=== tt_capture ===
Fig. 1: tt_capture, placement view
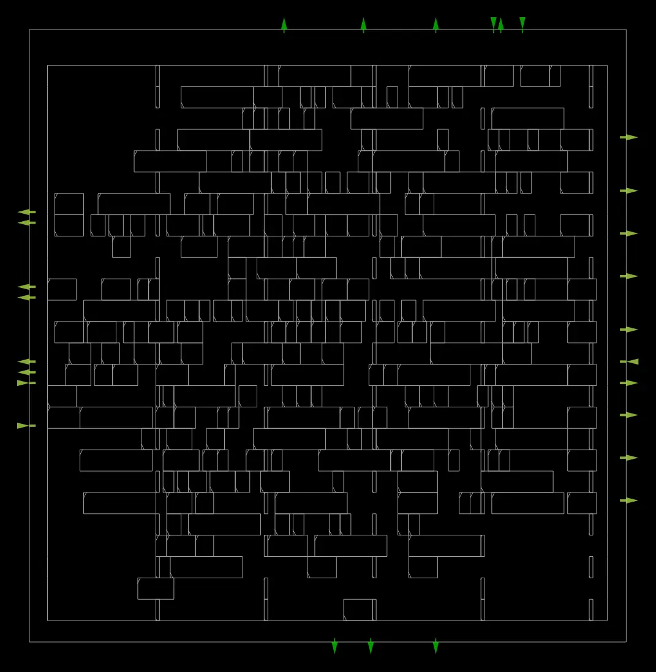

--- src/rtl/tt_capture.sv ---
// Truth-table capture engine: sweeps vec 0..15 into a combinational gate and
// records gate_out per vector. Optional reference compare under `TT_COMPARE_EN.
module tt_capture #(
  parameter int SETTLE = 2
) (
  input  logic        clk,
  input  logic        rst,
  input  logic        start,
  input  logic        abort,
  output logic [3:0]  vec,
  input  logic        gate_out,
  output logic        busy,
  output logic        done,
  output logic [15:0] tt
`ifdef TT_COMPARE_EN
  ,
  input  logic [15:0] expect_tt,
  output logic        match
`endif
);

  typedef enum logic [1:0] {IDLE, DRIVE, SAMPLE, DONE} state_t;

  localparam logic [3:0] SETTLE_LAST = 4'(SETTLE - 1);

  state_t      state_reg, state_next;
  logic [3:0]  settle_cnt_reg;
  logic [15:0] work_reg;
  logic [15:0] sweep_result;

  // The last vector's sample joins the working bits on the edge into DONE,
  // so tt already holds the new table during the done cycle.
  assign sweep_result = {gate_out, work_reg[14:0]};

  always_ff @(posedge clk or posedge rst) begin
    if (rst) state_reg <= IDLE;
    else     state_reg <= state_next;
  end

  always_comb begin
    state_next = state_reg;
    case (state_reg)
      IDLE:   if (start && !abort) state_next = DRIVE;
      DRIVE:  if (abort) state_next = IDLE;
              else if (settle_cnt_reg == SETTLE_LAST) state_next = SAMPLE;
      SAMPLE: if (abort) state_next = IDLE;
              else if (vec == 4'd15) state_next = DONE;
              else state_next = DRIVE;
      DONE:   state_next = IDLE;
      default: state_next = IDLE;
    endcase
  end

  always_comb begin
    busy = (state_reg != IDLE);
    done = (state_reg == DONE);
  end

  always_ff @(posedge clk or posedge rst) begin
    if (rst) begin
      vec            <= 4'd0;
      settle_cnt_reg <= 4'd0;
      work_reg       <= 16'h0000;
      tt             <= 16'h0000;
    end else begin
      case (state_reg)
        IDLE: begin
          if (state_next == DRIVE) begin
            vec            <= 4'd0;
            settle_cnt_reg <= 4'd0;
            work_reg       <= 16'h0000;
          end
        end
        DRIVE: begin
          if (state_next == DRIVE) settle_cnt_reg <= settle_cnt_reg + 4'd1;
          else if (state_next == IDLE) vec <= 4'd0;
        end
        SAMPLE: begin
          if (state_next == DRIVE) begin
            work_reg[vec]  <= gate_out;
            vec            <= vec + 4'd1;
            settle_cnt_reg <= 4'd0;
          end else if (state_next == DONE) begin
            work_reg <= sweep_result;
            tt       <= sweep_result;
          end else begin
            vec <= 4'd0;
          end
        end
        DONE: vec <= 4'd0;
        default: vec <= 4'd0;
      endcase
    end
  end

`ifdef TT_COMPARE_EN
  always_ff @(posedge clk or posedge rst) begin
    if (rst) match <= 1'b0;
    else if (state_reg == SAMPLE && state_next == DONE)
      match <= (sweep_result == expect_tt);
  end
`endif

endmodule

--- config.mk ---
export PLATFORM = sky130hd
export DESIGN_NAME = tt_capture
export DESIGN_NICKNAME = d
export VERILOG_FILES = /design/src/rtl/tt_capture.sv
export SDC_FILE = /design/constraint.sdc
export NUM_CORES = 1
export LEC_CHECK = 0
export CAP_MARGIN = 20
export CORE_AREA = 2 2 74 76
export DETAILED_ROUTE_END_ITERATION = 8
export DIE_AREA = 0 0 76 78
export GPL_TIMING_DRIVEN = 0
export PLACE_DENSITY = 0.66
export SYNTH_ARGS = -nofsm -noshare
export SYNTH_HDL_FRONTEND = slang
export SYNTH_SLANG_ARGS = --single-unit
--- constraint.sdc ---
create_clock -name clk -period 2.3 [get_ports clk]
set_input_delay 0.46 -clock clk [delete_from_list [all_inputs] [get_ports clk]]
set_output_delay 0.46 -clock clk [all_outputs]
set_load 0.02 [all_outputs]
=== ternary_neuron_accum ===
--- config.mk ---
export PLATFORM = sky130hd
export DESIGN_NAME = ternary_neuron_accum
export DESIGN_NICKNAME = d
export VERILOG_FILES = /design/src/rtl/ternary_neuron_accum.sv
export SDC_FILE = /design/constraint.sdc
export NUM_CORES = 1
export LEC_CHECK = 0
export CAP_MARGIN = 20
export CORE_MARGIN = 4
export CORE_UTILIZATION = 45
export DETAILED_ROUTE_END_ITERATION = 7
export GPL_TIMING_DRIVEN = 0
export PLACE_DENSITY = 0.65
export SLEW_MARGIN = 10
export SYNTH_ARGS = -nofsm -noshare
export SYNTH_HDL_FRONTEND = slang
export SYNTH_SLANG_ARGS = --single-unit
--- constraint.sdc ---
create_clock -name clk -period 21.8 [get_ports clk]
set_clock_uncertainty 0.15 [all_clocks]
set_input_delay 4.36 -clock clk [delete_from_list [all_inputs] [get_ports clk]]
set_output_delay 4.36 -clock clk [all_outputs]
set_load 0.02 [all_outputs]
--- src/rtl/ternary_neuron_accum.sv ---
`default_nettype none
// ============================================================================
// Module   : ternary_neuron_accum
// Purpose  : Sequential ternary-weight neuron. Each accepted beat multiplies
//            N_SYN binary activations by registered ternary weights
//            (+1/0/-1), adds the partial sum into a saturating signed
//            accumulator, and on the last beat of a vector presents the
//            final sum, a threshold-fire bit and a sticky saturation flag
//            over a valid/ready handshake.
// Revision : 1.0 - initial release
// ----------------------------------------------------------------------------
// Ports
//   clk      in   rising-edge clock
//   rst      in   asynchronous active-high reset (weights return to zero)
//   w_load   in   weight write strobe, applied at the next edge in any state
//   w_data   in   [2*N_SYN] weights, synapse i = {sign,zero} = w_data[2i+1:2i]
//   thr      in   [ACC_W] signed fire threshold, sampled on the final beat
//   clr      in   synchronous abort/clear (weights kept)
//   x_valid  in   input beat valid
//   x_ready  out  block can accept a beat (low while a result is held)
//   x        in   [N_SYN] binary activations
//   x_last   in   final beat of the vector
//   y_valid  out  result valid
//   y_ready  in   downstream accepts the result
//   y_sum    out  [ACC_W] signed saturated sum
//   y_fire   out  y_sum >= thr (signed)
//   y_sat    out  saturation occurred during the vector
// ============================================================================
module ternary_neuron_accum #(
  parameter int N_SYN = 4,
  parameter int ACC_W = 12
) (
  input  logic                 clk,
  input  logic                 rst,
  input  logic                 w_load,
  input  logic [2*N_SYN-1:0]   w_data,
  input  logic [ACC_W-1:0]     thr,
  input  logic                 clr,
  input  logic                 x_valid,
  output logic                 x_ready,
  input  logic [N_SYN-1:0]     x,
  input  logic                 x_last,
  output logic                 y_valid,
  input  logic                 y_ready,
  output logic [ACC_W-1:0]     y_sum,
  output logic                 y_fire,
  output logic                 y_sat
);

  typedef enum logic [1:0] {
    IDLE  = 2'd0,
    ACCUM = 2'd1,
    HOLD  = 2'd2
  } state_t;

  // Clamp limits expressed at the extended ACC_W+1 width.
  localparam logic signed [ACC_W:0] SUM_MAX = {2'b00, {(ACC_W-1){1'b1}}};
  localparam logic signed [ACC_W:0] SUM_MIN = {2'b11, {(ACC_W-1){1'b0}}};
  localparam logic signed [ACC_W:0] ONE     = {{ACC_W{1'b0}}, 1'b1};
  // Every synapse reset to the zero-weight code {sign=0,zero=1}.
  localparam logic [2*N_SYN-1:0]    W_RESET = {N_SYN{2'b01}};

  state_t                  state, state_nxt;
  logic [2*N_SYN-1:0]      weights;
  logic [ACC_W-1:0]        acc;
  logic                    sat;

  logic signed [ACC_W:0]   psum;
  logic signed [ACC_W:0]   s_full;
  logic [ACC_W-1:0]        s;
  logic                    clamp;
  logic                    accept;

  // Partial sum of the ternary products for this beat.
  always_comb begin
    psum = '0;
    for (int i = 0; i < N_SYN; i++) begin
      if (x[i] && !weights[2*i]) begin
        if (weights[2*i+1]) begin
          psum = psum - ONE;
        end else begin
          psum = psum + ONE;
        end
      end
    end
  end

  // |psum| <= N_SYN is far below 2^(ACC_W-1), so the sum cannot wrap at
  // ACC_W+1 bits and a plain compare against the limits is exact.
  always_comb begin
    s_full = $signed({acc[ACC_W-1], acc}) + psum;
    clamp  = 1'b0;
    s      = s_full[ACC_W-1:0];
    if (s_full > SUM_MAX) begin
      s     = SUM_MAX[ACC_W-1:0];
      clamp = 1'b1;
    end else if (s_full < SUM_MIN) begin
      s     = SUM_MIN[ACC_W-1:0];
      clamp = 1'b1;
    end
  end

  assign x_ready = (state != HOLD);
  assign y_valid = (state == HOLD);
  assign accept  = x_valid && x_ready && !clr;

  // State register.
  always_ff @(posedge clk or posedge rst) begin
    if (rst) begin
      state <= IDLE;
    end else begin
      state <= state_nxt;
    end
  end

  // Next-state logic.
  always_comb begin
    state_nxt = state;
    if (clr) begin
      state_nxt = IDLE;
    end else begin
      case (state)
        IDLE, ACCUM: begin
          if (accept) begin
            state_nxt = x_last ? HOLD : ACCUM;
          end
        end
        HOLD: begin
          if (y_ready) begin
            state_nxt = IDLE;
          end
        end
        default: state_nxt = IDLE;
      endcase
    end
  end

  // Weight register: independent of the handshake and of clr, so a beat
  // accepted on the load edge still sees the previous weights.
  always_ff @(posedge clk or posedge rst) begin
    if (rst) begin
      weights <= W_RESET;
    end else if (w_load) begin
      weights <= w_data;
    end
  end

  // Accumulator and result registers. Result registers are only written on
  // the final beat, which cannot be accepted in HOLD, so they stay stable
  // until the handshake completes.
  always_ff @(posedge clk or posedge rst) begin
    if (rst) begin
      acc    <= '0;
      sat    <= 1'b0;
      y_sum  <= '0;
      y_fire <= 1'b0;
      y_sat  <= 1'b0;
    end else if (clr) begin
      acc <= '0;
      sat <= 1'b0;
    end else if (accept) begin
      if (x_last) begin
        y_sum  <= s;
        y_fire <= ($signed(s) >= $signed(thr));
        y_sat  <= sat | clamp;
        acc    <= '0;
        sat    <= 1'b0;
      end else begin
        acc <= s;
        sat <= sat | clamp;
      end
    end
  end

endmodule
`default_nettype wire
=== mmio_ctrl ===
<file path="src/rtl/mmio_pkg.sv">
// mmio_pkg: register map, status bit indices and region tag shared by the MMIO controller.
package mmio_pkg;
  localparam logic [23:0] REGION    = 24'h800000;
  localparam logic [7:0]  STATUS    = 8'h00;
  localparam logic [7:0]  RX_DATA   = 8'h04;
  localparam logic [7:0]  TX_DATA   = 8'h08;
  localparam logic [7:0]  CYCLE_CTR = 8'h10;
  localparam logic [7:0]  INSTR_CTR = 8'h14;
  localparam logic [7:0]  CTR_RST   = 8'h18;
  localparam int ST_TX_EMPTY    = 0;
  localparam int ST_RX_NONEMPTY = 1;
endpackage

</file>
<file path="src/rtl/mmio_rx_fifo.sv">
// mmio_rx_fifo: RX byte buffer; circular FIFO with MMIO_RX_FIFO_EN, else a single holding register.
module mmio_rx_fifo #(
  parameter int DEPTH = 8
) (
  input  logic       clk,
  input  logic       rst,
  input  logic       push,
  input  logic       pop,
  input  logic [7:0] wdata,
  output logic [7:0] rdata,
  output logic       full,
  output logic       empty
);
`ifdef MMIO_RX_FIFO_EN
  localparam int AW = $clog2(DEPTH);
  logic [AW:0] wp, rp;
  logic [7:0] mem [DEPTH];
  always_ff @(posedge clk) begin
    if (rst) begin
      wp <= '0;
      rp <= '0;
    end else begin
      if (push) wp <= wp + 1'b1;
      if (pop) rp <= rp + 1'b1;
    end
  end
  always_ff @(posedge clk)
    if (push) mem[wp[AW-1:0]] <= wdata;
  assign rdata = mem[rp[AW-1:0]];
  assign empty = wp == rp;
  assign full  = (wp[AW] != rp[AW]) && (wp[AW-1:0] == rp[AW-1:0]);
`else
  logic       held;
  logic [7:0] data;
  logic       unused_depth;
  assign unused_depth = ^DEPTH;
  always_ff @(posedge clk) begin
    if (rst) begin
      held <= 1'b0;
      data <= '0;
    end else if (push) begin
      held <= 1'b1;
      data <= wdata;
    end else if (pop) begin
      held <= 1'b0;
    end
  end
  assign rdata = data;
  assign full  = held;
  assign empty = !held;
`endif
endmodule

</file>
<file path="src/rtl/mmio_ctrl.sv">
// mmio_ctrl: MMIO decode, UART TX/RX sequencing, cycle/instret counters, 1-cycle load data.
// Optional MMIO_RX_FIFO_EN selects a RX_FIFO_DEPTH-entry RX FIFO instead of a single register.
module mmio_ctrl
  import mmio_pkg::*;
#(
  parameter int RX_FIFO_DEPTH = 8
) (
  input  logic        clk,
  input  logic        rst,
  input  logic        req_valid,
  input  logic        req_we,
  input  logic [31:0] req_addr,
  input  logic [31:0] req_wdata,
  output logic [31:0] resp_rdata,
  input  logic        instr_retire,
  output logic [7:0]  uart_tx_data_in,
  output logic        uart_tx_data_in_valid,
  input  logic        uart_tx_data_in_ready,
  input  logic [7:0]  uart_rx_data_out,
  input  logic        uart_rx_data_out_valid,
  output logic        uart_rx_data_out_ready
);
  logic        hit, ld, st, pop, push, rx_full, rx_empty, tx_full, tx_store, clr;
  logic [7:0]  off, rx_head;
  logic [31:0] cyc, instr, status, rd;
  logic        unused_wdata;
  assign unused_wdata = ^req_wdata[31:8];
  assign hit      = req_valid && req_addr[31:8] == REGION;
  assign off      = req_addr[7:0];
  assign ld       = hit && !req_we;
  assign st       = hit && req_we;
  assign pop      = ld && off == RX_DATA && !rx_empty;
  assign push     = uart_rx_data_out_valid && !rx_full;
  assign tx_store = st && off == TX_DATA && !tx_full;
  assign clr      = st && off == CTR_RST;
  assign uart_rx_data_out_ready = !rx_full;
  assign uart_tx_data_in_valid  = tx_full;
  mmio_rx_fifo #(.DEPTH(RX_FIFO_DEPTH)) u_rx (
    .clk(clk), .rst(rst), .push(push), .pop(pop), .wdata(uart_rx_data_out),
    .rdata(rx_head), .full(rx_full), .empty(rx_empty)
  );
  always_comb begin
    status = '0;
    status[ST_TX_EMPTY]    = !tx_full;
    status[ST_RX_NONEMPTY] = !rx_empty;
    rd = !ld                ? '0 :
         off == STATUS    ? status :
         off == RX_DATA   ? {24'b0, rx_empty ? 8'h00 : rx_head} :
         off == CYCLE_CTR ? cyc :
         off == INSTR_CTR ? instr : '0;
  end
  // a full register ignores the store even if the handshake frees it this cycle
  always_ff @(posedge clk) begin
    if (rst) begin
      tx_full         <= 1'b0;
      uart_tx_data_in <= '0;
    end else if (tx_store) begin
      tx_full         <= 1'b1;
      uart_tx_data_in <= req_wdata[7:0];
    end else if (tx_full && uart_tx_data_in_ready) begin
      tx_full <= 1'b0;
    end
  end
  always_ff @(posedge clk) begin
    if (rst || clr) begin
      cyc   <= '0;
      instr <= '0;
    end else begin
      cyc   <= cyc + 1'b1;
      instr <= instr + {31'b0, instr_retire};
    end
  end
  always_ff @(posedge clk) begin
    if (rst) resp_rdata <= '0;
    else if (req_valid && !req_we) resp_rdata <= rd;
  end
endmodule

</file>
<file path="config.mk">
export PLATFORM = sky130hd
export DESIGN_NAME = mmio_ctrl
export DESIGN_NICKNAME = d
export VERILOG_FILES = /design/src/rtl/mmio_pkg.sv /design/src/rtl/mmio_rx_fifo.sv /design/src/rtl/mmio_ctrl.sv
export SDC_FILE = /design/constraint.sdc
export NUM_CORES = 1
export LEC_CHECK = 0
export ABC_AREA = 1
export CORE_ASPECT_RATIO = 0.7
export CORE_UTILIZATION = 30
export CTS_CLUSTER_DIAMETER = 200
export DETAILED_ROUTE_END_ITERATION = 10
export MAX_ROUTING_LAYER = met4
export PLACE_DENSITY_LB_ADDON = 0.08
export SETUP_SLACK_MARGIN = 0.05
export SYNTH_ARGS = -nofsm -noshare
export SYNTH_HDL_FRONTEND = slang
export SYNTH_SLANG_ARGS = --single-unit
</file>
<file path="constraint.sdc">
create_clock -name clk -period 3.21 [get_ports clk]
set_input_delay 0.642 -clock clk [delete_from_list [all_inputs] [get_ports clk]]
set_output_delay 0.642 -clock clk [all_outputs]
set_load 0.005 [all_outputs]
</file>
=== sram_arbiter_flat ===
$ cat src/rtl/sram_arbiter_if.sv
// rtl/sram_arbiter_if.sv - requester and macro-side bus of the two-port SRAM arbiter
// slave: arbiter view; master: clients plus macro read-data driver.
interface sram_arbiter_if #(
  parameter int ADDR_W = 7,
  parameter int DATA_W = 32
);
  logic [1:0]             req_i;
  logic [1:0]             we_i;
  logic [1:0][ADDR_W-1:0] addr_i;
  logic [1:0][DATA_W-1:0] wdata_i;
  logic [1:0]             gnt_o;
  logic [1:0]             rvalid_o;
  logic [DATA_W-1:0]      rdata_o;
  logic                   sram_csb_o;
  logic                   sram_web_o;
  logic [ADDR_W-1:0]      sram_addr_o;
  logic [DATA_W-1:0]      sram_din_o;
  logic [DATA_W-1:0]      sram_dout_i;

  modport slave (
    input  req_i, we_i, addr_i, wdata_i, sram_dout_i,
    output gnt_o, rvalid_o, rdata_o, sram_csb_o, sram_web_o, sram_addr_o, sram_din_o
  );

  modport master (
    output req_i, we_i, addr_i, wdata_i, sram_dout_i,
    input  gnt_o, rvalid_o, rdata_o, sram_csb_o, sram_web_o, sram_addr_o, sram_din_o
  );
endinterface

$ cat src/rtl/sram_arbiter.sv
// rtl/sram_arbiter.sv - round-robin sharing of one 1rw SRAM macro between two requesters
// Registered macro command, 2-deep read tag pipeline returning data to the issuer.
module sram_arbiter #(
  parameter int ADDR_W = 7,
  parameter int DATA_W = 32
) (
  input  logic              clk_i,
  input  logic              rst_ni,
  sram_arbiter_if.slave     bus
);
  logic [1:0]        gnt;
  logic              win;
  logic              ptr_q, ptr_d;
  logic              csb_q, csb_d;
  logic              web_q, web_d;
  logic [ADDR_W-1:0] addr_q, addr_d;
  logic [DATA_W-1:0] din_q, din_d;
  logic              v1_q, v1_d, id1_q, id1_d;
  logic              v2_q, v2_d, id2_q, id2_d;

  always_comb begin
    gnt = 2'b00;
    if (rst_ni) begin
      unique case (bus.req_i)
        2'b01:   gnt = 2'b01;
        2'b10:   gnt = 2'b10;
        2'b11:   gnt = ptr_q ? 2'b10 : 2'b01;
        default: gnt = 2'b00;
      endcase
    end
    win = gnt[1];

    // Pointer always lands on the requester that just lost (or sat idle).
    ptr_d = ptr_q;
    if (gnt[0]) ptr_d = 1'b1;
    else if (gnt[1]) ptr_d = 1'b0;

    csb_d  = 1'b1;
    web_d  = 1'b1;
    addr_d = addr_q;
    din_d  = din_q;
    if (|gnt) begin
      csb_d  = 1'b0;
      web_d  = ~bus.we_i[win];
      addr_d = bus.addr_i[win];
      din_d  = bus.wdata_i[win];
    end

    v1_d  = (|gnt) & ~bus.we_i[win];
    id1_d = win;
    v2_d  = v1_q;
    id2_d = id1_q;
  end

  always_ff @(posedge clk_i) begin
    if (!rst_ni) begin
      ptr_q  <= 1'b0;
      csb_q  <= 1'b1;
      web_q  <= 1'b1;
      addr_q <= '0;
      din_q  <= '0;
      v1_q   <= 1'b0;
      id1_q  <= 1'b0;
      v2_q   <= 1'b0;
      id2_q  <= 1'b0;
    end else begin
      ptr_q  <= ptr_d;
      csb_q  <= csb_d;
      web_q  <= web_d;
      addr_q <= addr_d;
      din_q  <= din_d;
      v1_q   <= v1_d;
      id1_q  <= id1_d;
      v2_q   <= v2_d;
      id2_q  <= id2_d;
    end
  end

  // Second tag stage lines up with the cycle the macro presents dout.
  assign bus.gnt_o       = gnt;
  assign bus.rvalid_o    = (v2_q && rst_ni) ? (id2_q ? 2'b10 : 2'b01) : 2'b00;
  assign bus.rdata_o     = (v2_q && rst_ni) ? bus.sram_dout_i : '0;
  assign bus.sram_csb_o  = csb_q;
  assign bus.sram_web_o  = web_q;
  assign bus.sram_addr_o = addr_q;
  assign bus.sram_din_o  = din_q;
endmodule

$ cat src/flat_wrapper.sv
// flat-port wrapper written by rule: the top's interface ports become plain ports
module sram_arbiter_flat 
#(
  parameter int ADDR_W = 7,
  parameter int DATA_W = 32
)
  (clk_i, rst_ni, bus_req_i, bus_we_i, bus_addr_i, bus_wdata_i, bus_sram_dout_i, bus_gnt_o, bus_rvalid_o, bus_rdata_o, bus_sram_csb_o, bus_sram_web_o, bus_sram_addr_o, bus_sram_din_o);
  sram_arbiter_if #(.ADDR_W(ADDR_W), .DATA_W(DATA_W)) bus_i ();
  input  logic clk_i;
  input  logic rst_ni;
  input wire logic [$bits(bus_i.req_i)-1:0] bus_req_i;
  input wire logic [$bits(bus_i.we_i)-1:0] bus_we_i;
  input wire logic [$bits(bus_i.addr_i)-1:0] bus_addr_i;
  input wire logic [$bits(bus_i.wdata_i)-1:0] bus_wdata_i;
  input wire logic [$bits(bus_i.sram_dout_i)-1:0] bus_sram_dout_i;
  output wire logic [$bits(bus_i.gnt_o)-1:0] bus_gnt_o;
  output wire logic [$bits(bus_i.rvalid_o)-1:0] bus_rvalid_o;
  output wire logic [$bits(bus_i.rdata_o)-1:0] bus_rdata_o;
  output wire logic [$bits(bus_i.sram_csb_o)-1:0] bus_sram_csb_o;
  output wire logic [$bits(bus_i.sram_web_o)-1:0] bus_sram_web_o;
  output wire logic [$bits(bus_i.sram_addr_o)-1:0] bus_sram_addr_o;
  output wire logic [$bits(bus_i.sram_din_o)-1:0] bus_sram_din_o;
  assign bus_i.req_i = bus_req_i;
  assign bus_i.we_i = bus_we_i;
  assign bus_i.addr_i = bus_addr_i;
  assign bus_i.wdata_i = bus_wdata_i;
  assign bus_i.sram_dout_i = bus_sram_dout_i;
  assign bus_gnt_o = bus_i.gnt_o;
  assign bus_rvalid_o = bus_i.rvalid_o;
  assign bus_rdata_o = bus_i.rdata_o;
  assign bus_sram_csb_o = bus_i.sram_csb_o;
  assign bus_sram_web_o = bus_i.sram_web_o;
  assign bus_sram_addr_o = bus_i.sram_addr_o;
  assign bus_sram_din_o = bus_i.sram_din_o;
  sram_arbiter #(.ADDR_W(ADDR_W), .DATA_W(DATA_W)) u_core (.clk_i(clk_i), .rst_ni(rst_ni), .bus(bus_i));
endmodule
$ cat config.mk
export PLATFORM = sky130hd
export DESIGN_NAME = sram_arbiter_flat
export DESIGN_NICKNAME = d
export VERILOG_FILES = /design/src/rtl/sram_arbiter_if.sv /design/src/rtl/sram_arbiter.sv /design/src/flat_wrapper.sv
export SDC_FILE = /design/constraint.sdc
export NUM_CORES = 1
export LEC_CHECK = 0
export CELL_PAD_IN_SITES_DETAIL_PLACEMENT = 0
export CELL_PAD_IN_SITES_GLOBAL_PLACEMENT = 1
export CORE_UTILIZATION = 28
export DETAILED_ROUTE_END_ITERATION = 7
export GPL_ROUTABILITY_DRIVEN = 0
export PLACE_DENSITY_LB_ADDON = 0.08
export SETUP_SLACK_MARGIN = 0.3
export SYNTH_ARGS = -nofsm -noshare
export SYNTH_HDL_FRONTEND = slang
export SYNTH_SLANG_ARGS = --single-unit
$ cat constraint.sdc
create_clock -name clk_i -period 3.5 [get_ports clk_i]
set_input_delay 0.7 -clock clk_i [delete_from_list [all_inputs] [get_ports clk_i]]
set_output_delay 0.7 -clock clk_i [all_outputs]
set_load 0.05 [all_outputs]
Fig. 2: tt_capture, sizing map
The bar under the picture is 20 microns long.
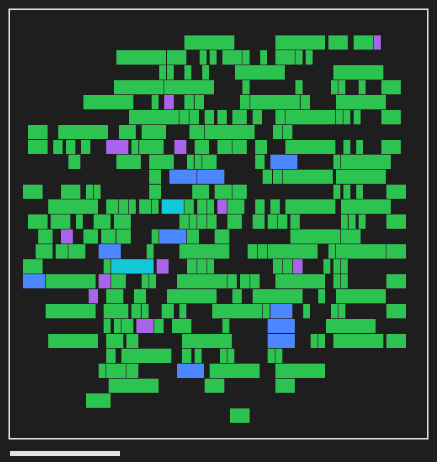
- cyan: _3 and _4 cells (cells 2)
- blue: _6 and larger (cells 10)
- purple: _2 cells (cells 11)
- green: _0 and _1 cells (cells 223)

Notes on Fig. 1 above:
final std cells w/o fill: 316
flip-flop and latch share of the layout cell area: 42.0%
Rows: 26
number of tap cells added at floorplan: 70
final design utilization: 48.4%

==> results.txt, tt_capture <==
Results of the full flow below.

Floorplanning:
- After floorplanning, the core was sized to cover about 5000 sq um.
- The run gives the width of the chip as ~76 microns.
- The run puts the chip area at just under 6000 sq um.

Final layout:
- The run gives the multi-input gate area in the final layout as 886 sq um.
- The run puts the layout buffering overhead excluding clock cells at between 10% and 20%.
- For this run, combinational gates with multiple inputs come to approximately 160.
- Multi-input logic gates represent a cell area share of a little over a third.

Timing:
- The run gives the max-slew violation total from the final report as 0.
- The run puts the worst-case setup margin in the final layout at ~0.18 ns.
- The run puts the period utilization at between 90 and 100%.
- The run gives the worst-case hold slack as around 0.47 ns.
- The run puts the shortest period the worst path allows at about 2.1 ns.
- Based on the critical path, the design can be clocked at up to 0.471 GHz.

Global route:
- Routing resource usage on met2 recorded by global route was a little under a quarter.
- Global routing finished with a remaining overflow of 0.
- Entering global routing, the biggest net connects approximately 42 pins.

Placement:
- The run gives the total cell area at the placement stage as approximately 2300 sq um.
- The run gives the weighted congestion reported at the end of routability-driven placement as 0.836.
- The run puts the total placed cells including tap cells at 308.

Detailed routing:
- The run gives the topmost layer with routed signal wires as met4.

Status:
- The run finished with clean final reports.

Clock tree:
- No sink is reached through more buffers than the 2 on the longest clock path.

Logic synthesis:
- In the post-synthesis netlist, the cell with the most instances is sky130_fd_sc_hd__nand2_1.
- Per the synthesis report, the simple-gate share of the synthesized area is 20.5%.
- The run puts the post-synthesis cell count from yosys at roughly 210.
- The run gives the most area-hungry cell type in the Yosys netlist as sky130_fd_sc_hd__dfrtp_1.
- The run puts the share of synthesized cell area in and-or and or-and compound cells at 18.5%.
tt_capture: cell families (layout without fill, tap and decap cells):
family | Yosys count | count (layout)
buf+inv | 17 | 50
mux | 2 | 2
simple gates | 88 | 88
flops | 41 | 41
xor+xnor | 1 | 1
compound gates | 58 | 58
fa+ha+maj | 6 | 6
tt_capture: report_power, final:
| group | switching [W] | total, W | internal (W) |
|---|---|---|---|
| registers | 0.0000297 | 0.000780 | 0.000750 |
| logic | 0.000160 | 0.000280 | 0.000119 |
| clock network | 0.000237 | 0.000508 | 0.000271 |
| total | 0.000427 | 0.00157 | 0.00114 |
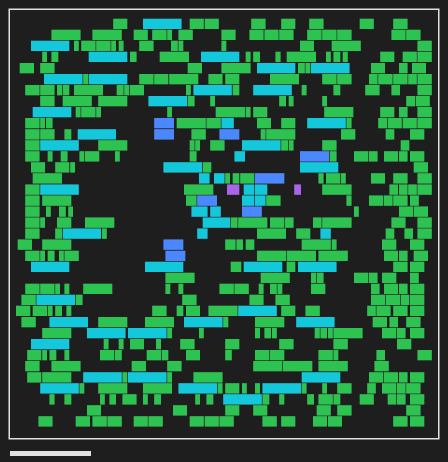
Fig. 3. Sizing map (sram_arbiter_flat).
The bar under the picture is 20 microns long.
- green: _0 and _1 cells (cells 399)
- cyan: _3 and _4 cells (cells 52)
- purple: _2 cells (cells 2)
- blue: _6 and larger (cells 9)
relative area change from synthesis to final layout: 68.7%
non-clock buffer total of the final layout: 200
post-route cell area: 5050 sq um
final worst-path setup slack: 0.541 ns

==> results.txt, sram_arbiter_flat <==
Results of the full flow below.

Detailed routing:
- The run gives the sum of met3 wire segment lengths after detailed routing as 806 microns.
- Summed over all nets, wire length on met2 after detailed routing comes to 4760 microns.
- The run gives the number of DRC violations after detailed routing as 0.
- The first routing iteration left a little under 100 violations.
- The run gives the overall via count from detail_route as 2841.
- The count of nets left with antenna violations once routing finished came out at 0.

Global route:
- The run gives the maximum number of pins on one net before global-route repair as around 47.

Worst setup path:
- Looking at the reg2reg group, the worst path ends at u_core.bus.sram_web_o$_SDFF_PN1_.
- In this run the worst path has a maximum fanout of 34.
- According to the timing report, the critical path is captured at bus_rdata_o[20].
- Grouping stages by cell kind, the critical path spends the most delay in flip-flops.
- The run puts the critical path arrival at between 2 and 2.5 ns.
- The worst register-to-register path begins at u_core.ptr_q$_SDFFE_PN0P_.

Floorplanning:
- In the floorplan report the effective utilization is slightly below 30%.
- The run puts the floorplan die height at 105 microns.
- The run puts the cell row count at 37.
- about 190 I/O pins were placed.

Min path:
- The tightest min-delay check is of the reg -> reg type.

Timing:
- The run gives the period utilization as a little over four fifths.
- Setup total negative slack on the finished layout was measured at 0 ns.
- The run puts the setup-violating endpoint count in the final report at 0.
- Setup repair after global routing left no endpoint under its margin.

Clock tree:
- The run gives the maximum number of buffers from clock root to sink as 2.
- The run puts the number of gates resized after CTS at 0.
- The run gives the H-tree depth as 2.

Final layout:
- The run puts the total of fill cells in the finished design at 971.
- The run gives the share of the core filled with cells in the final layout as between 40% and 50%.

Power and ir drop:
- The run gives the top power group as combinational cells.
- The run gives the switching power as a share of total power as between 30% and 40%.

Logic synthesis:
- The run puts the post-synthesis sequential area ratio at between 30% and 40%.
- The commonest cells after synthesis are 80 x sky130_fd_sc_hd__nand2_1, 46 x sky130_fd_sc_hd__dfxtp_1, 39 x sky130_fd_sc_hd__nand3_1, 39 x sky130_fd_sc_hd__o311ai_4, 34 x sky130_fd_sc_hd__and3_1.
- The run puts the tally of yosys warning messages at 0.

Status:
- The run finished with clean final reports.

Job:
- The run gives the number of violations of the max-capacitance limit as 0.
-- sram_arbiter_flat: kinds of logic (layout without fill, tap and decap cells) --
logic type	after synthesis	count (layout)	synth area share, %
AND/OR/NAND/NOR	164	164	26.1
other	0	1	0
flip-flops	46	46	30.8
buffers and inverters	35	208	7.81
AND-OR/OR-AND	44	44	35.3
-- sram_arbiter_flat: cell type report --
class                      count  share of cell area [%]
sequential                    46                    18.2
tap                          136                    3.37
timing repair buffer         200                    39.5
multi-input combinational    208                    36.7
clock buffer                   7                    1.91
antenna                        1                  0.0495
clock inverter                 1                   0.173
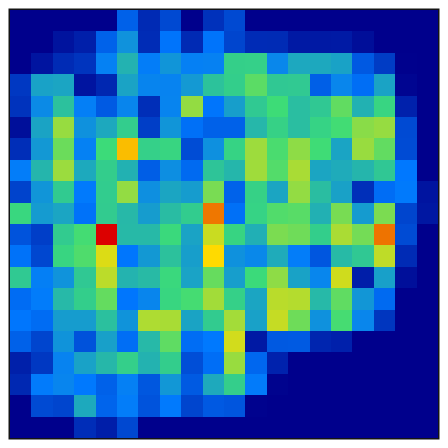
Fig. 4. Routed metal per tile (ternary_neuron_accum).
20 x 20 tiles, from dark blue (low) to red (high), scaled to the fullest tile. Values are wire area over tile area, all layers added.
- emptiest ninth of the die: lower right
- fullest tile: 0.53
- mean over tiles: 0.15
- tiles over half the peak: 15%
- densest ninth of the die: center
- nearly empty tiles: 21%
total global-route track usage: 19.9%
total routed wirelength: 9600 microns
average wire length per cell after detail routing: 15.6 microns
vias after detailed routing: 3435

Fig. 5: ternary_neuron_accum, placement view
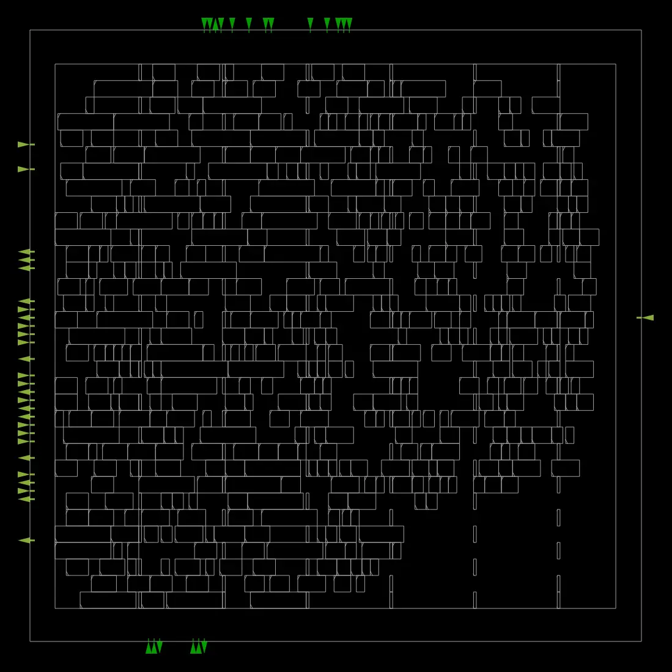
Rows: 33
final std cells w/o fill: 617

==> results.txt, ternary_neuron_accum <==
Results of the full flow below.

Logic synthesis:
- The main area contributors are sky130_fd_sc_hd__dfrtp_1 21%, sky130_fd_sc_hd__ha_1 15%, sky130_fd_sc_hd__o21ai_0 4.8%, sky130_fd_sc_hd__fa_1 4.6%, sky130_fd_sc_hd__mux2_2 4.6%.
- The run puts the share of synthesized cell area in and-or and or-and compound cells at between 20% and 30%.
- The run puts the register bit total from synthesis at 37.

Worst setup path:
- The run gives the critical path endpoint as y_fire$_DFFE_PP0P_.
- STA classifies the critical path endpoint as a flop.
- The slowest stage of the critical path belongs to the cell sky130_fd_sc_hd__clkdlybuf4s50_1.
- The timing report shows the most common cell along the critical path to be sky130_fd_sc_hd__a21oi_1.
- The run puts the top fanout value on the critical path at 6.

Detailed routing:
- TritonRoute reported its final design rule violation total as 0.

Status:
- The run finished with clean final reports.

Final layout:
- Among logic cells in the layout, the one with the most instances is sky130_fd_sc_hd__nand2_1.

Global route:
- The run puts the met1 routing resource usage after global routing at between 20% and 30%.
- met2 track demand over resource after global routing is about a third.
- The run gives the total grt overflow as 0.
- In this run the most used layer during global routing was met2.

Power and ir drop:
- Of all power groups, the one with the highest power is combinational cells.
- Combinational logic is responsible for between 60% and 70% of the overall power.

Timing:
- The run puts the setup TNS at 0 ns.

Placement:
- The run gives the number of buffers inserted by port buffering as 45.
- The congestion estimate from routability-driven global placement came to 0.855.

Floorplanning:
- The run gives the floorplan die height as 101 microns.
[ternary_neuron_accum: final cells by class]
class                      count  area, sq um
tap                          105          131
buffer                        15         60.1
multi-input combinational    372         2760
clock inverter                 1         30.0
clock buffer                   7         86.3
timing repair buffer          45          450
sequential                    37          931
inverter                      35          131
fill                         789         3720
[ternary_neuron_accum: sequential cells by signal, indices dropped and copies added, names as in the netlist]
register and flops:
state 2, sat 1, y_sum 12, acc 12, y_sat 1, y_fire 1, weights 8
Fig. 6: mmio_ctrl, placement view
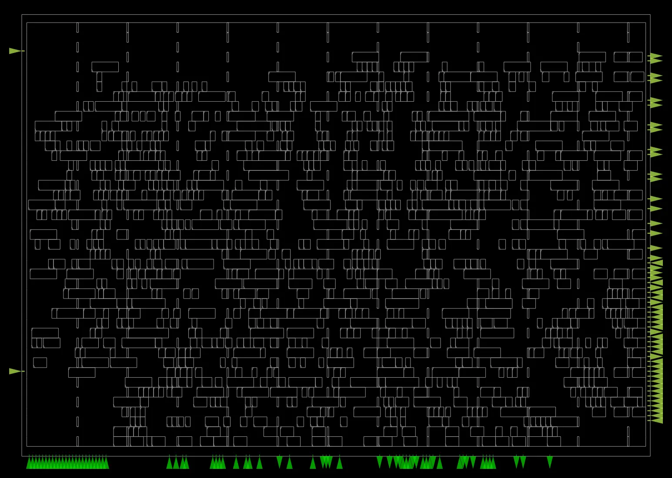
Rows: 43
flip-flop and latch count: 114

==> results.txt, mmio_ctrl <==
Results of the full flow below.

Floorplanning:
- The run gives the floorplan core density as a little under a third.
- From bottom edge to top edge, the die measures approximately 120 microns.

Timing:
- The run puts the achievable frequency at between 0.4 and 0.5 GHz.
- The run gives the setup TNS as 0 ns.
- The routed design could run at a clock period as short as about 2.2 ns.

Global route:
- The run gives the global-route wire length before repair as slightly above 30000 microns.
- The run gives the total grt overflow as 0.
- The number of global-route vias before repair came to 5510.

Logic synthesis:
- The run gives the tally of yosys warning messages as 0.
- The run gives the post-synthesis cell count from yosys as 976.
- The run gives the summed standard-cell area reported by yosys as 6160 sq um.
- The run puts the count of library flops with an enable pin at 0.
- The run puts the share of flip-flops with an asynchronous set or reset at 0%.

Power and ir drop:
- The run puts the internal power contribution at 0.00275 W.
- The run gives the combinational fraction of design power as ~5.2%.
- The run puts the leakage power of the design at about 2.8 nW.

Min path:
- Looking at hold timing, the worst path starts from resp_rdata[15]$_SDFFE_PP0P_.
- The endpoint of the worst hold path is reported as resp_rdata[15]$_SDFFE_PP0P_.

Worst setup path:
- In this run the number of cells on the critical path is 12.
- The worst register-to-register path ends at cyc[18]$_SDFF_PP0_.

Job:
- The logs give a warning total of about 50.

Detailed routing:
- The run gives the number of detailed-route iterations in the first pass as 6.
- Across all layers, the routed design uses a little over 6000 vias.
- The run gives the number of DRC markers in iteration 0 as roughly 400.
- TritonRoute output was used to compute an average wire per cell of 14.1 microns.

Final layout:
- The run puts the layout buffer count excluding clock buffers at roughly 110.
- Counting the clock-network buffers in the layout gives 17.
- In the layout the commonest cells are 231 x sky130_fd_sc_hd__nand2_1, 190 x sky130_fd_sc_hd__nor2_1, 122 x sky130_fd_sc_hd__inv_1, 120 x sky130_fd_sc_hd__nand3_1, 114 x sky130_fd_sc_hd__dfxtp_1.
- The run puts the share of final-layout standard cells stronger than drive strength 1 at ~5.3%.
- The run puts the final-stage net count at 1155.
- The run gives the total of fill cells in the finished design as about 2200.

Placement:
- The run gives the half-perimeter wire length of the detailed placement result as between 10000 and 15000 microns.

Status:
- The flow ran to the end, and the final reports show no timing, DRC or antenna violations.
[mmio_ctrl: power by group through the flow]
stage,registers (W),logic (W),clock network [W]
2_1_floorplan,0.00147,0.0000919,0
6_report,0.00144,0.000188,0.00197
3_3_place_gp,0.00147,0.000188,0
4_1_cts,0.00144,0.000190,0.00201
5_1_grt,0.00145,0.000208,0.00208
3_5_place_dp,0.00148,0.000189,0
[mmio_ctrl: per-layer routing]
metal  global-route usage [%]  up-vias  wire length (microns)
met3                     3.59       23                   1040
met2                     23.6      161                   6820
met1                     30.0     2731                  11000
met5                        -        -                      0
li1                         -     3268                      -
met4                     7.41        0                    318

==> notes/layouts.md <==
Pictures saved along the way, in no particular order.

Sequential cells grouped by signal name.
image #1
The bar under the picture is 50 microns long. Other sequential cells in the stronger gray, the rest of the logic in the fainter gray.
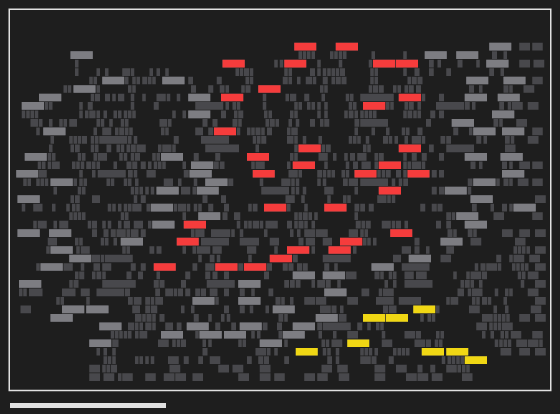
image #2
The bar under the picture is 20 microns long. Other sequential cells in the stronger gray, the rest of the logic in the fainter gray.
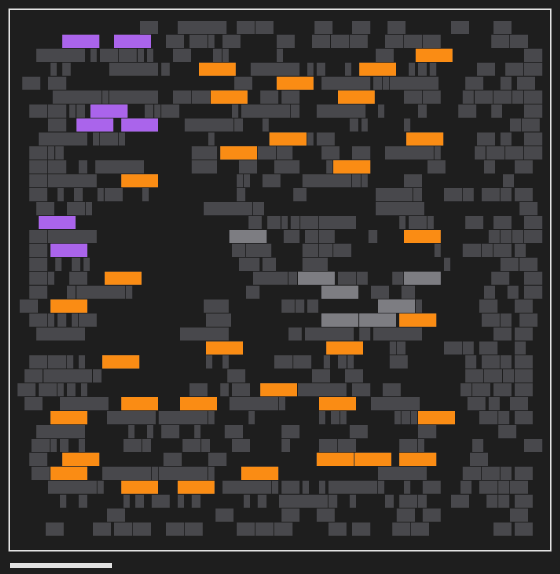
image #3
The bar under the picture is 20 microns long. Other sequential cells in the stronger gray, the rest of the logic in the fainter gray.
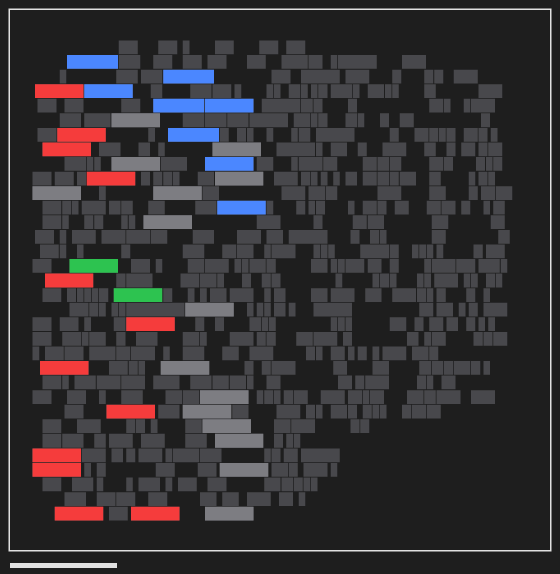
image #4
The bar under the picture is 20 microns long. Other sequential cells in the stronger gray, the rest of the logic in the fainter gray.
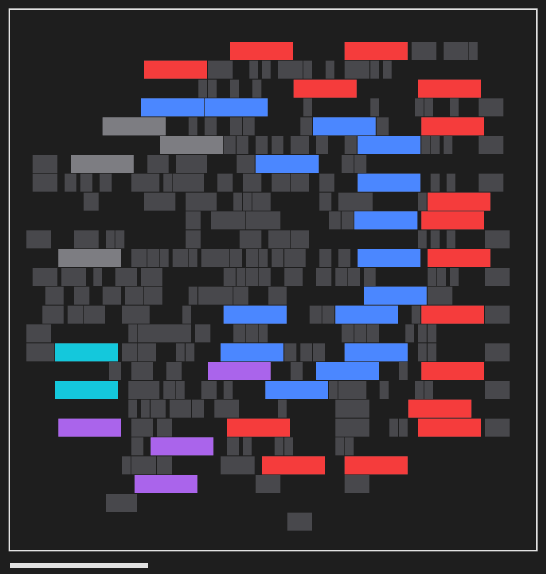
mmio_ctrl: image #1
sram_arbiter_flat: image #2
ternary_neuron_accum: image #3
tt_capture: image #4


=== ex_branch_resolve_flat ===
## config.mk

```make
export PLATFORM = sky130hd
export DESIGN_NAME = ex_branch_resolve_flat
export DESIGN_NICKNAME = d
export VERILOG_FILES = /design/src/rtl/ex_branch_resolve_if.sv /design/src/rtl/ex_branch_resolve.sv /design/src/flat_wrapper.sv
export SDC_FILE = /design/constraint.sdc
export NUM_CORES = 1
export LEC_CHECK = 0
export CAP_MARGIN = 10
export CORE_MARGIN = 4
export CORE_UTILIZATION = 45
export CTS_BUF_LIST = sky130_fd_sc_hd__clkbuf_4
export CTS_CLUSTER_DIAMETER = 60
export DETAILED_ROUTE_END_ITERATION = 8
export PLACE_DENSITY = 0.72
export SYNTH_ARGS = -nofsm -noshare
export SYNTH_HDL_FRONTEND = slang
export SYNTH_SLANG_ARGS = --single-unit
```

## constraint.sdc

```tcl
create_clock -name clk -period 6.5 [get_ports clk]
set_clock_uncertainty 0.2 [all_clocks]
set_input_delay 1.95 -clock clk [delete_from_list [all_inputs] [get_ports clk]]
set_output_delay 1.95 -clock clk [all_outputs]
set_load 0.01 [all_outputs]
```

## src/rtl/ex_branch_resolve_if.sv

```systemverilog
// ----------------------------------------------------------------------------
// ex_branch_resolve_if
// Bundles the ID/EX-side instruction slot and the fetch-side redirect channel
// of the execute-stage branch resolution unit.
//
// Signals:
//   in_valid/in_ready           instruction slot handshake
//   in_is_branch/jal/jalr       decoded class (one-hot or all zero)
//   in_funct3                   branch condition code
//   in_pc/in_imm/in_rs1/in_rs2  operands (imm already sign-extended)
//   redirect_valid/pc/ready     registered redirect request to fetch
//   flush                       kill IF/ID and ID/EX (redirect handshake fires)
//   link_pc                     pc+4 of the last accepted instruction
//   exc_misalign/exc_illegal    one-cycle exception pulses
//   stat_branches/stat_taken    branch counters (only with BRANCH_STATS_EN)
//
// Modports: slave = the resolution unit, master = the surrounding pipeline.
// Optional feature macro: BRANCH_STATS_EN.
// ----------------------------------------------------------------------------
interface ex_branch_resolve_if #(
    parameter int XLEN = 32
);
    logic            in_valid;
    logic            in_ready;
    logic            in_is_branch;
    logic            in_is_jal;
    logic            in_is_jalr;
    logic [2:0]      in_funct3;
    logic [XLEN-1:0] in_pc;
    logic [XLEN-1:0] in_imm;
    logic [XLEN-1:0] in_rs1;
    logic [XLEN-1:0] in_rs2;
    logic            redirect_valid;
    logic [XLEN-1:0] redirect_pc;
    logic            redirect_ready;
    logic            flush;
    logic [XLEN-1:0] link_pc;
    logic            exc_misalign;
    logic            exc_illegal;
`ifdef BRANCH_STATS_EN
    logic [31:0]     stat_branches;
    logic [31:0]     stat_taken;

    modport slave (
        input  in_valid, in_is_branch, in_is_jal, in_is_jalr, in_funct3,
               in_pc, in_imm, in_rs1, in_rs2, redirect_ready,
        output in_ready, redirect_valid, redirect_pc, flush, link_pc,
               exc_misalign, exc_illegal, stat_branches, stat_taken
    );

    modport master (
        output in_valid, in_is_branch, in_is_jal, in_is_jalr, in_funct3,
               in_pc, in_imm, in_rs1, in_rs2, redirect_ready,
        input  in_ready, redirect_valid, redirect_pc, flush, link_pc,
               exc_misalign, exc_illegal, stat_branches, stat_taken
    );
`else
    modport slave (
        input  in_valid, in_is_branch, in_is_jal, in_is_jalr, in_funct3,
               in_pc, in_imm, in_rs1, in_rs2, redirect_ready,
        output in_ready, redirect_valid, redirect_pc, flush, link_pc,
               exc_misalign, exc_illegal
    );

    modport master (
        output in_valid, in_is_branch, in_is_jal, in_is_jalr, in_funct3,
               in_pc, in_imm, in_rs1, in_rs2, redirect_ready,
        input  in_ready, redirect_valid, redirect_pc, flush, link_pc,
               exc_misalign, exc_illegal
    );
`endif
endinterface

```

## src/rtl/ex_branch_resolve.sv

```systemverilog
// ----------------------------------------------------------------------------
// ex_branch_resolve
// Execute-stage branch/jump resolution for the RV32 pipeline. Evaluates the
// branch condition, computes the target, and issues a registered redirect to
// fetch under a valid/ready handshake. flush fires in the cycle the redirect
// is taken by fetch.
//
// Ports:
//   clk   rising-edge clock
//   rst   asynchronous active-high reset
//   bus   ex_branch_resolve_if.slave (instruction slot, redirect channel,
//         link pc, exception pulses, optional counters)
//
// Optional feature macro: BRANCH_STATS_EN adds stat_branches/stat_taken,
// counting accepted conditional branches and those whose condition held.
//
// state | meaning
// ------+------------------------------------------------------------
// IDLE  | no redirect outstanding, accepting instructions
// PEND  | redirect_valid=1, holding redirect_pc until redirect_ready
// ----------------------------------------------------------------------------
module ex_branch_resolve #(
    parameter int XLEN = 32
) (
    input  logic              clk,
    input  logic              rst,
    ex_branch_resolve_if.slave bus
);
    typedef enum logic {IDLE, PEND} state_t;

    localparam logic [XLEN-1:0] JALR_MASK = {{(XLEN-1){1'b1}}, 1'b0};

    state_t          state_q, state_d;
    logic [XLEN-1:0] redirect_pc_q, redirect_pc_d;
    logic [XLEN-1:0] link_pc_q, link_pc_d;
    logic            exc_misalign_q, exc_misalign_d;
    logic            exc_illegal_q, exc_illegal_d;

    logic            accept;
    logic            eq, lt, ltu, low_lt;
    logic            cond, f3_illegal;
    logic            taken, misaligned;
    logic [XLEN-1:0] target;

    assign accept = bus.in_valid & (state_q == IDLE);

    // With matching sign bits both compares reduce to the magnitude of the
    // low bits; with differing sign bits the sign alone decides.
    assign low_lt = bus.in_rs1[XLEN-2:0] < bus.in_rs2[XLEN-2:0];

    always_comb begin
        eq  = (bus.in_rs1 == bus.in_rs2);
        lt  = low_lt;
        ltu = low_lt;
        if (bus.in_rs1[XLEN-1] != bus.in_rs2[XLEN-1]) begin
            lt  = bus.in_rs1[XLEN-1];
            ltu = bus.in_rs2[XLEN-1];
        end
    end

    always_comb begin
        cond       = 1'b0;
        f3_illegal = 1'b0;
        case (bus.in_funct3)
            3'b000:  cond = eq;
            3'b001:  cond = ~eq;
            3'b100:  cond = lt;
            3'b101:  cond = ~lt;
            3'b110:  cond = ltu;
            3'b111:  cond = ~ltu;
            default: f3_illegal = 1'b1;
        endcase
    end

    always_comb begin
        target = bus.in_pc + bus.in_imm;
        if (bus.in_is_jalr) begin
            target = (bus.in_rs1 + bus.in_imm) & JALR_MASK;
        end
        taken      = bus.in_is_jal | bus.in_is_jalr | (bus.in_is_branch & cond);
        misaligned = (target[1:0] != 2'b00);
    end

    always_comb begin
        state_d        = state_q;
        redirect_pc_d  = redirect_pc_q;
        link_pc_d      = link_pc_q;
        exc_misalign_d = 1'b0;
        exc_illegal_d  = 1'b0;
        case (state_q)
            IDLE: begin
                if (bus.in_valid) begin
                    link_pc_d     = bus.in_pc + XLEN'(4);
                    exc_illegal_d = bus.in_is_branch & f3_illegal;
                    if (taken) begin
                        if (misaligned) begin
                            exc_misalign_d = 1'b1;
                        end else begin
                            state_d       = PEND;
                            redirect_pc_d = target;
                        end
                    end
                end
            end
            PEND: begin
                if (bus.redirect_ready) begin
                    state_d = IDLE;
                end
            end
            default: state_d = IDLE;
        endcase
    end

    always_ff @(posedge clk or posedge rst) begin
        if (rst) begin
            state_q        <= IDLE;
            redirect_pc_q  <= '0;
            link_pc_q      <= '0;
            exc_misalign_q <= 1'b0;
            exc_illegal_q  <= 1'b0;
        end else begin
            state_q        <= state_d;
            redirect_pc_q  <= redirect_pc_d;
            link_pc_q      <= link_pc_d;
            exc_misalign_q <= exc_misalign_d;
            exc_illegal_q  <= exc_illegal_d;
        end
    end

    assign bus.in_ready       = (state_q == IDLE);
    assign bus.redirect_valid = (state_q == PEND);
    assign bus.redirect_pc    = redirect_pc_q;
    assign bus.flush          = (state_q == PEND) & bus.redirect_ready;
    assign bus.link_pc        = link_pc_q;
    assign bus.exc_misalign   = exc_misalign_q;
    assign bus.exc_illegal    = exc_illegal_q;

`ifdef BRANCH_STATS_EN
    logic [31:0] stat_branches_q;
    logic [31:0] stat_taken_q;

    // Illegal funct3 counts as a branch but never as taken (cond stays 0).
    always_ff @(posedge clk or posedge rst) begin
        if (rst) begin
            stat_branches_q <= '0;
            stat_taken_q    <= '0;
        end else if (accept & bus.in_is_branch) begin
            stat_branches_q <= stat_branches_q + 32'd1;
            if (cond) begin
                stat_taken_q <= stat_taken_q + 32'd1;
            end
        end
    end

    assign bus.stat_branches = stat_branches_q;
    assign bus.stat_taken    = stat_taken_q;
`else
    logic unused_accept;
    assign unused_accept = accept;
`endif
endmodule

```

## src/flat_wrapper.sv

```systemverilog
// flat-port wrapper written by rule: the top's interface ports become plain ports
module ex_branch_resolve_flat 
#(
    parameter int XLEN = 32
)
  (clk, rst, bus_in_valid, bus_in_is_branch, bus_in_is_jal, bus_in_is_jalr, bus_in_funct3, bus_in_pc, bus_in_imm, bus_in_rs1, bus_in_rs2, bus_redirect_ready, bus_in_ready, bus_redirect_valid, bus_redirect_pc, bus_flush, bus_link_pc, bus_exc_misalign, bus_exc_illegal);
  ex_branch_resolve_if #(.XLEN(XLEN)) bus_i ();
  input  logic clk;
  input  logic rst;
  input wire logic [$bits(bus_i.in_valid)-1:0] bus_in_valid;
  input wire logic [$bits(bus_i.in_is_branch)-1:0] bus_in_is_branch;
  input wire logic [$bits(bus_i.in_is_jal)-1:0] bus_in_is_jal;
  input wire logic [$bits(bus_i.in_is_jalr)-1:0] bus_in_is_jalr;
  input wire logic [$bits(bus_i.in_funct3)-1:0] bus_in_funct3;
  input wire logic [$bits(bus_i.in_pc)-1:0] bus_in_pc;
  input wire logic [$bits(bus_i.in_imm)-1:0] bus_in_imm;
  input wire logic [$bits(bus_i.in_rs1)-1:0] bus_in_rs1;
  input wire logic [$bits(bus_i.in_rs2)-1:0] bus_in_rs2;
  input wire logic [$bits(bus_i.redirect_ready)-1:0] bus_redirect_ready;
  output wire logic [$bits(bus_i.in_ready)-1:0] bus_in_ready;
  output wire logic [$bits(bus_i.redirect_valid)-1:0] bus_redirect_valid;
  output wire logic [$bits(bus_i.redirect_pc)-1:0] bus_redirect_pc;
  output wire logic [$bits(bus_i.flush)-1:0] bus_flush;
  output wire logic [$bits(bus_i.link_pc)-1:0] bus_link_pc;
  output wire logic [$bits(bus_i.exc_misalign)-1:0] bus_exc_misalign;
  output wire logic [$bits(bus_i.exc_illegal)-1:0] bus_exc_illegal;
  assign bus_i.in_valid = bus_in_valid;
  assign bus_i.in_is_branch = bus_in_is_branch;
  assign bus_i.in_is_jal = bus_in_is_jal;
  assign bus_i.in_is_jalr = bus_in_is_jalr;
  assign bus_i.in_funct3 = bus_in_funct3;
  assign bus_i.in_pc = bus_in_pc;
  assign bus_i.in_imm = bus_in_imm;
  assign bus_i.in_rs1 = bus_in_rs1;
  assign bus_i.in_rs2 = bus_in_rs2;
  assign bus_i.redirect_ready = bus_redirect_ready;
  assign bus_in_ready = bus_i.in_ready;
  assign bus_redirect_valid = bus_i.redirect_valid;
  assign bus_redirect_pc = bus_i.redirect_pc;
  assign bus_flush = bus_i.flush;
  assign bus_link_pc = bus_i.link_pc;
  assign bus_exc_misalign = bus_i.exc_misalign;
  assign bus_exc_illegal = bus_i.exc_illegal;
  ex_branch_resolve #(.XLEN(XLEN)) u_core (.clk(clk), .rst(rst), .bus(bus_i));
endmodule
```

Fig. 7: ex_branch_resolve_flat, sizing map
The bar under the picture is 50 microns long.
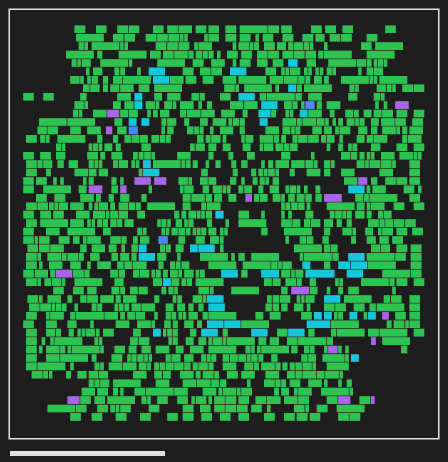
- purple: _2 cells (cells 18)
- green: _0 and _1 cells (cells 1075)
- blue: _6 and larger (cells 3)
- cyan: _3 and _4 cells (cells 46)
post-route cell area: 10000 sq um
final worst-path setup slack: 0.999 ns
non-clock buffer total of the final layout: 215
relative area change from synthesis to final layout: 31.2%

==> results.txt <==
Results of the full flow below.

Final layout:
- The final layout report lists a non-clock inverter count of roughly 65.
- The run gives the share of the core filled with cells in the final layout as roughly three fifths.
- The finished layout holds approximately 1400 standard cells, fillers aside.
- The area taken by multi-input combinational cells is reported as approximately 5600 sq um.
- The run puts the portion of the layout cell area used by clock cells at 1.18%.

Worst setup path:
- The run gives the origin of the worst setup path as bus_in_rs1[16].
- STA classifies the critical path startpoint as a primary input.
- The OpenROAD report gives the critical path a required time of approximately 6.6 ns.
- STA classifies the critical path endpoint as a flop.

Status:
- The run finished with clean final reports.

Placement:
- Before CTS, the worst setup slack after placement is approximately 0.55 ns.
- Routability-driven placement finished with a final weighted congestion of between 0.9 and 1.

Floorplanning:
- The run puts the floorplan core density at about 46%.
- The run gives the chip area as between 15000 and 20000 sq um.

Timing:
- The run gives the setup TNS as 0 ns.
- Setup repair after global routing left no endpoint under its margin.
- For reference, the final report shows the max-slew violation count at 0.

Min path:
- The run gives the hold path depth as 2.
- The run gives the worst hold endpoint as u_core.bus.link_pc[30]$_DFFE_PP0P_.
- Per the hold report, the tightest min-delay path originates at u_core.bus.link_pc[30]$_DFFE_PP0P_.

Detailed routing:
- The run gives the sum of met3 wire segment lengths after detailed routing as 1400 microns.
- The run puts the amount of wire on met2 after detailed routing at 11300 microns.
- The run gives the routed wire length per instance as 17.7 microns.
- The detailed router placed between 7000 and 8000 vias in this run.
- The run puts the number of routed nets with antenna violations at 0.

Logic synthesis:
- Sorting the synthesized cells by how often they occur yields 101 x sky130_fd_sc_hd__nand2_1, 93 x sky130_fd_sc_hd__ha_1, 79 x sky130_fd_sc_hd__o21ai_0.
- The synthesized netlist occupies a cell area of around 7600 sq um.
- Per the synth stats, the flop cell with the highest instance count is sky130_fd_sc_hd__dfrtp_1.
- The run gives the share of cell area taken by muxes after synthesis as under 10%.
- The stat command in Yosys gives a chip area of between 7000 and 8000 sq um.

Clock tree:
- The run puts the number of sinks handled by clock tree synthesis at 67.
- The run puts the number of buffers created by CTS at 9.
- The run gives the buffer count from post-CTS setup fixing as 0.
- The run puts the H-tree depth at 3.

Global route:
- Global routing used between 30% and 40% of the available met2 tracks.
- The run gives the initial antenna violation count as 1.

Power and ir drop:
- The run gives the combinational-cell power consumption as ~0.0011 W.
- Summed over the clock group, the power is 0.000273 W.
- The power report shows net switching accounting for 39.3% of the total.
- The run gives the sequential cell fraction of total power as between 30% and 40%.

Job:
- The run puts the stage-log warning count at 26.
worst max-delay path, delay by kind of cell:
family                     cells  cell delay [ns]
buffers and inverters          1             0.59
muxes                          1             0.34
AOI/OAI and AO/OA              6             1.64
and+or+nand+nor                2             0.81
adders and majority gates      1             0.29
flip-flops by register name (all words and copies together), names as in the netlist:
signal and count:
u_core.bus.redirect_pc 32, u_core.bus.exc_misalign 1, u_core.bus.link_pc 32, u_core.bus.redirect_valid 1
u_core.bus.exc_illegal 1


## Gallery

Routed metal per tile.
panel A
21 x 21 tiles, from dark blue (low) to red (high), scaled to the fullest tile. Values are wire area over tile area, all layers added.
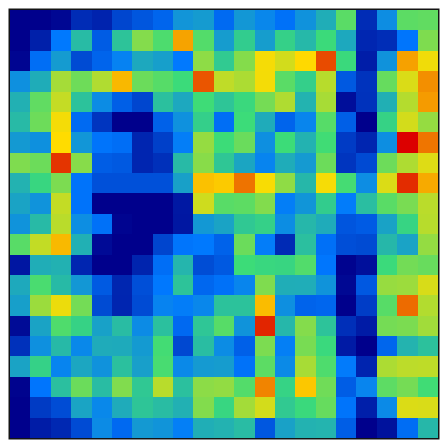
panel B
35 x 24 tiles, from dark blue (low) to red (high), scaled to the fullest tile. Values are wire area over tile area, all layers added.
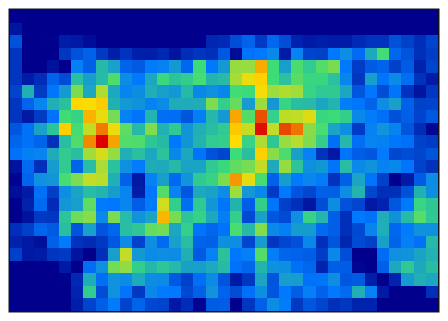
panel C
15 x 16 tiles, from dark blue (low) to red (high), scaled to the fullest tile. Values are wire area over tile area, all layers added.
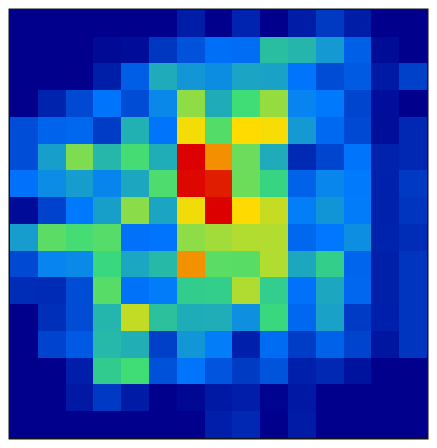
panel D
28 x 28 tiles, from dark blue (low) to red (high), scaled to the fullest tile. Values are wire area over tile area, all layers added.
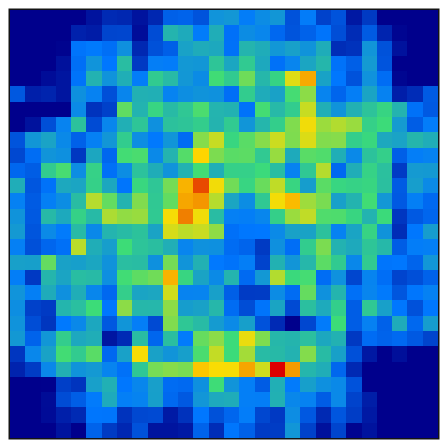
Panel B comes from mmio_ctrl.
Panel C comes from tt_capture.
Panel A comes from sram_arbiter_flat.
Panel D comes from ex_branch_resolve_flat.

Power figures rest on the tool's default switching activity, not on a simulated workload.
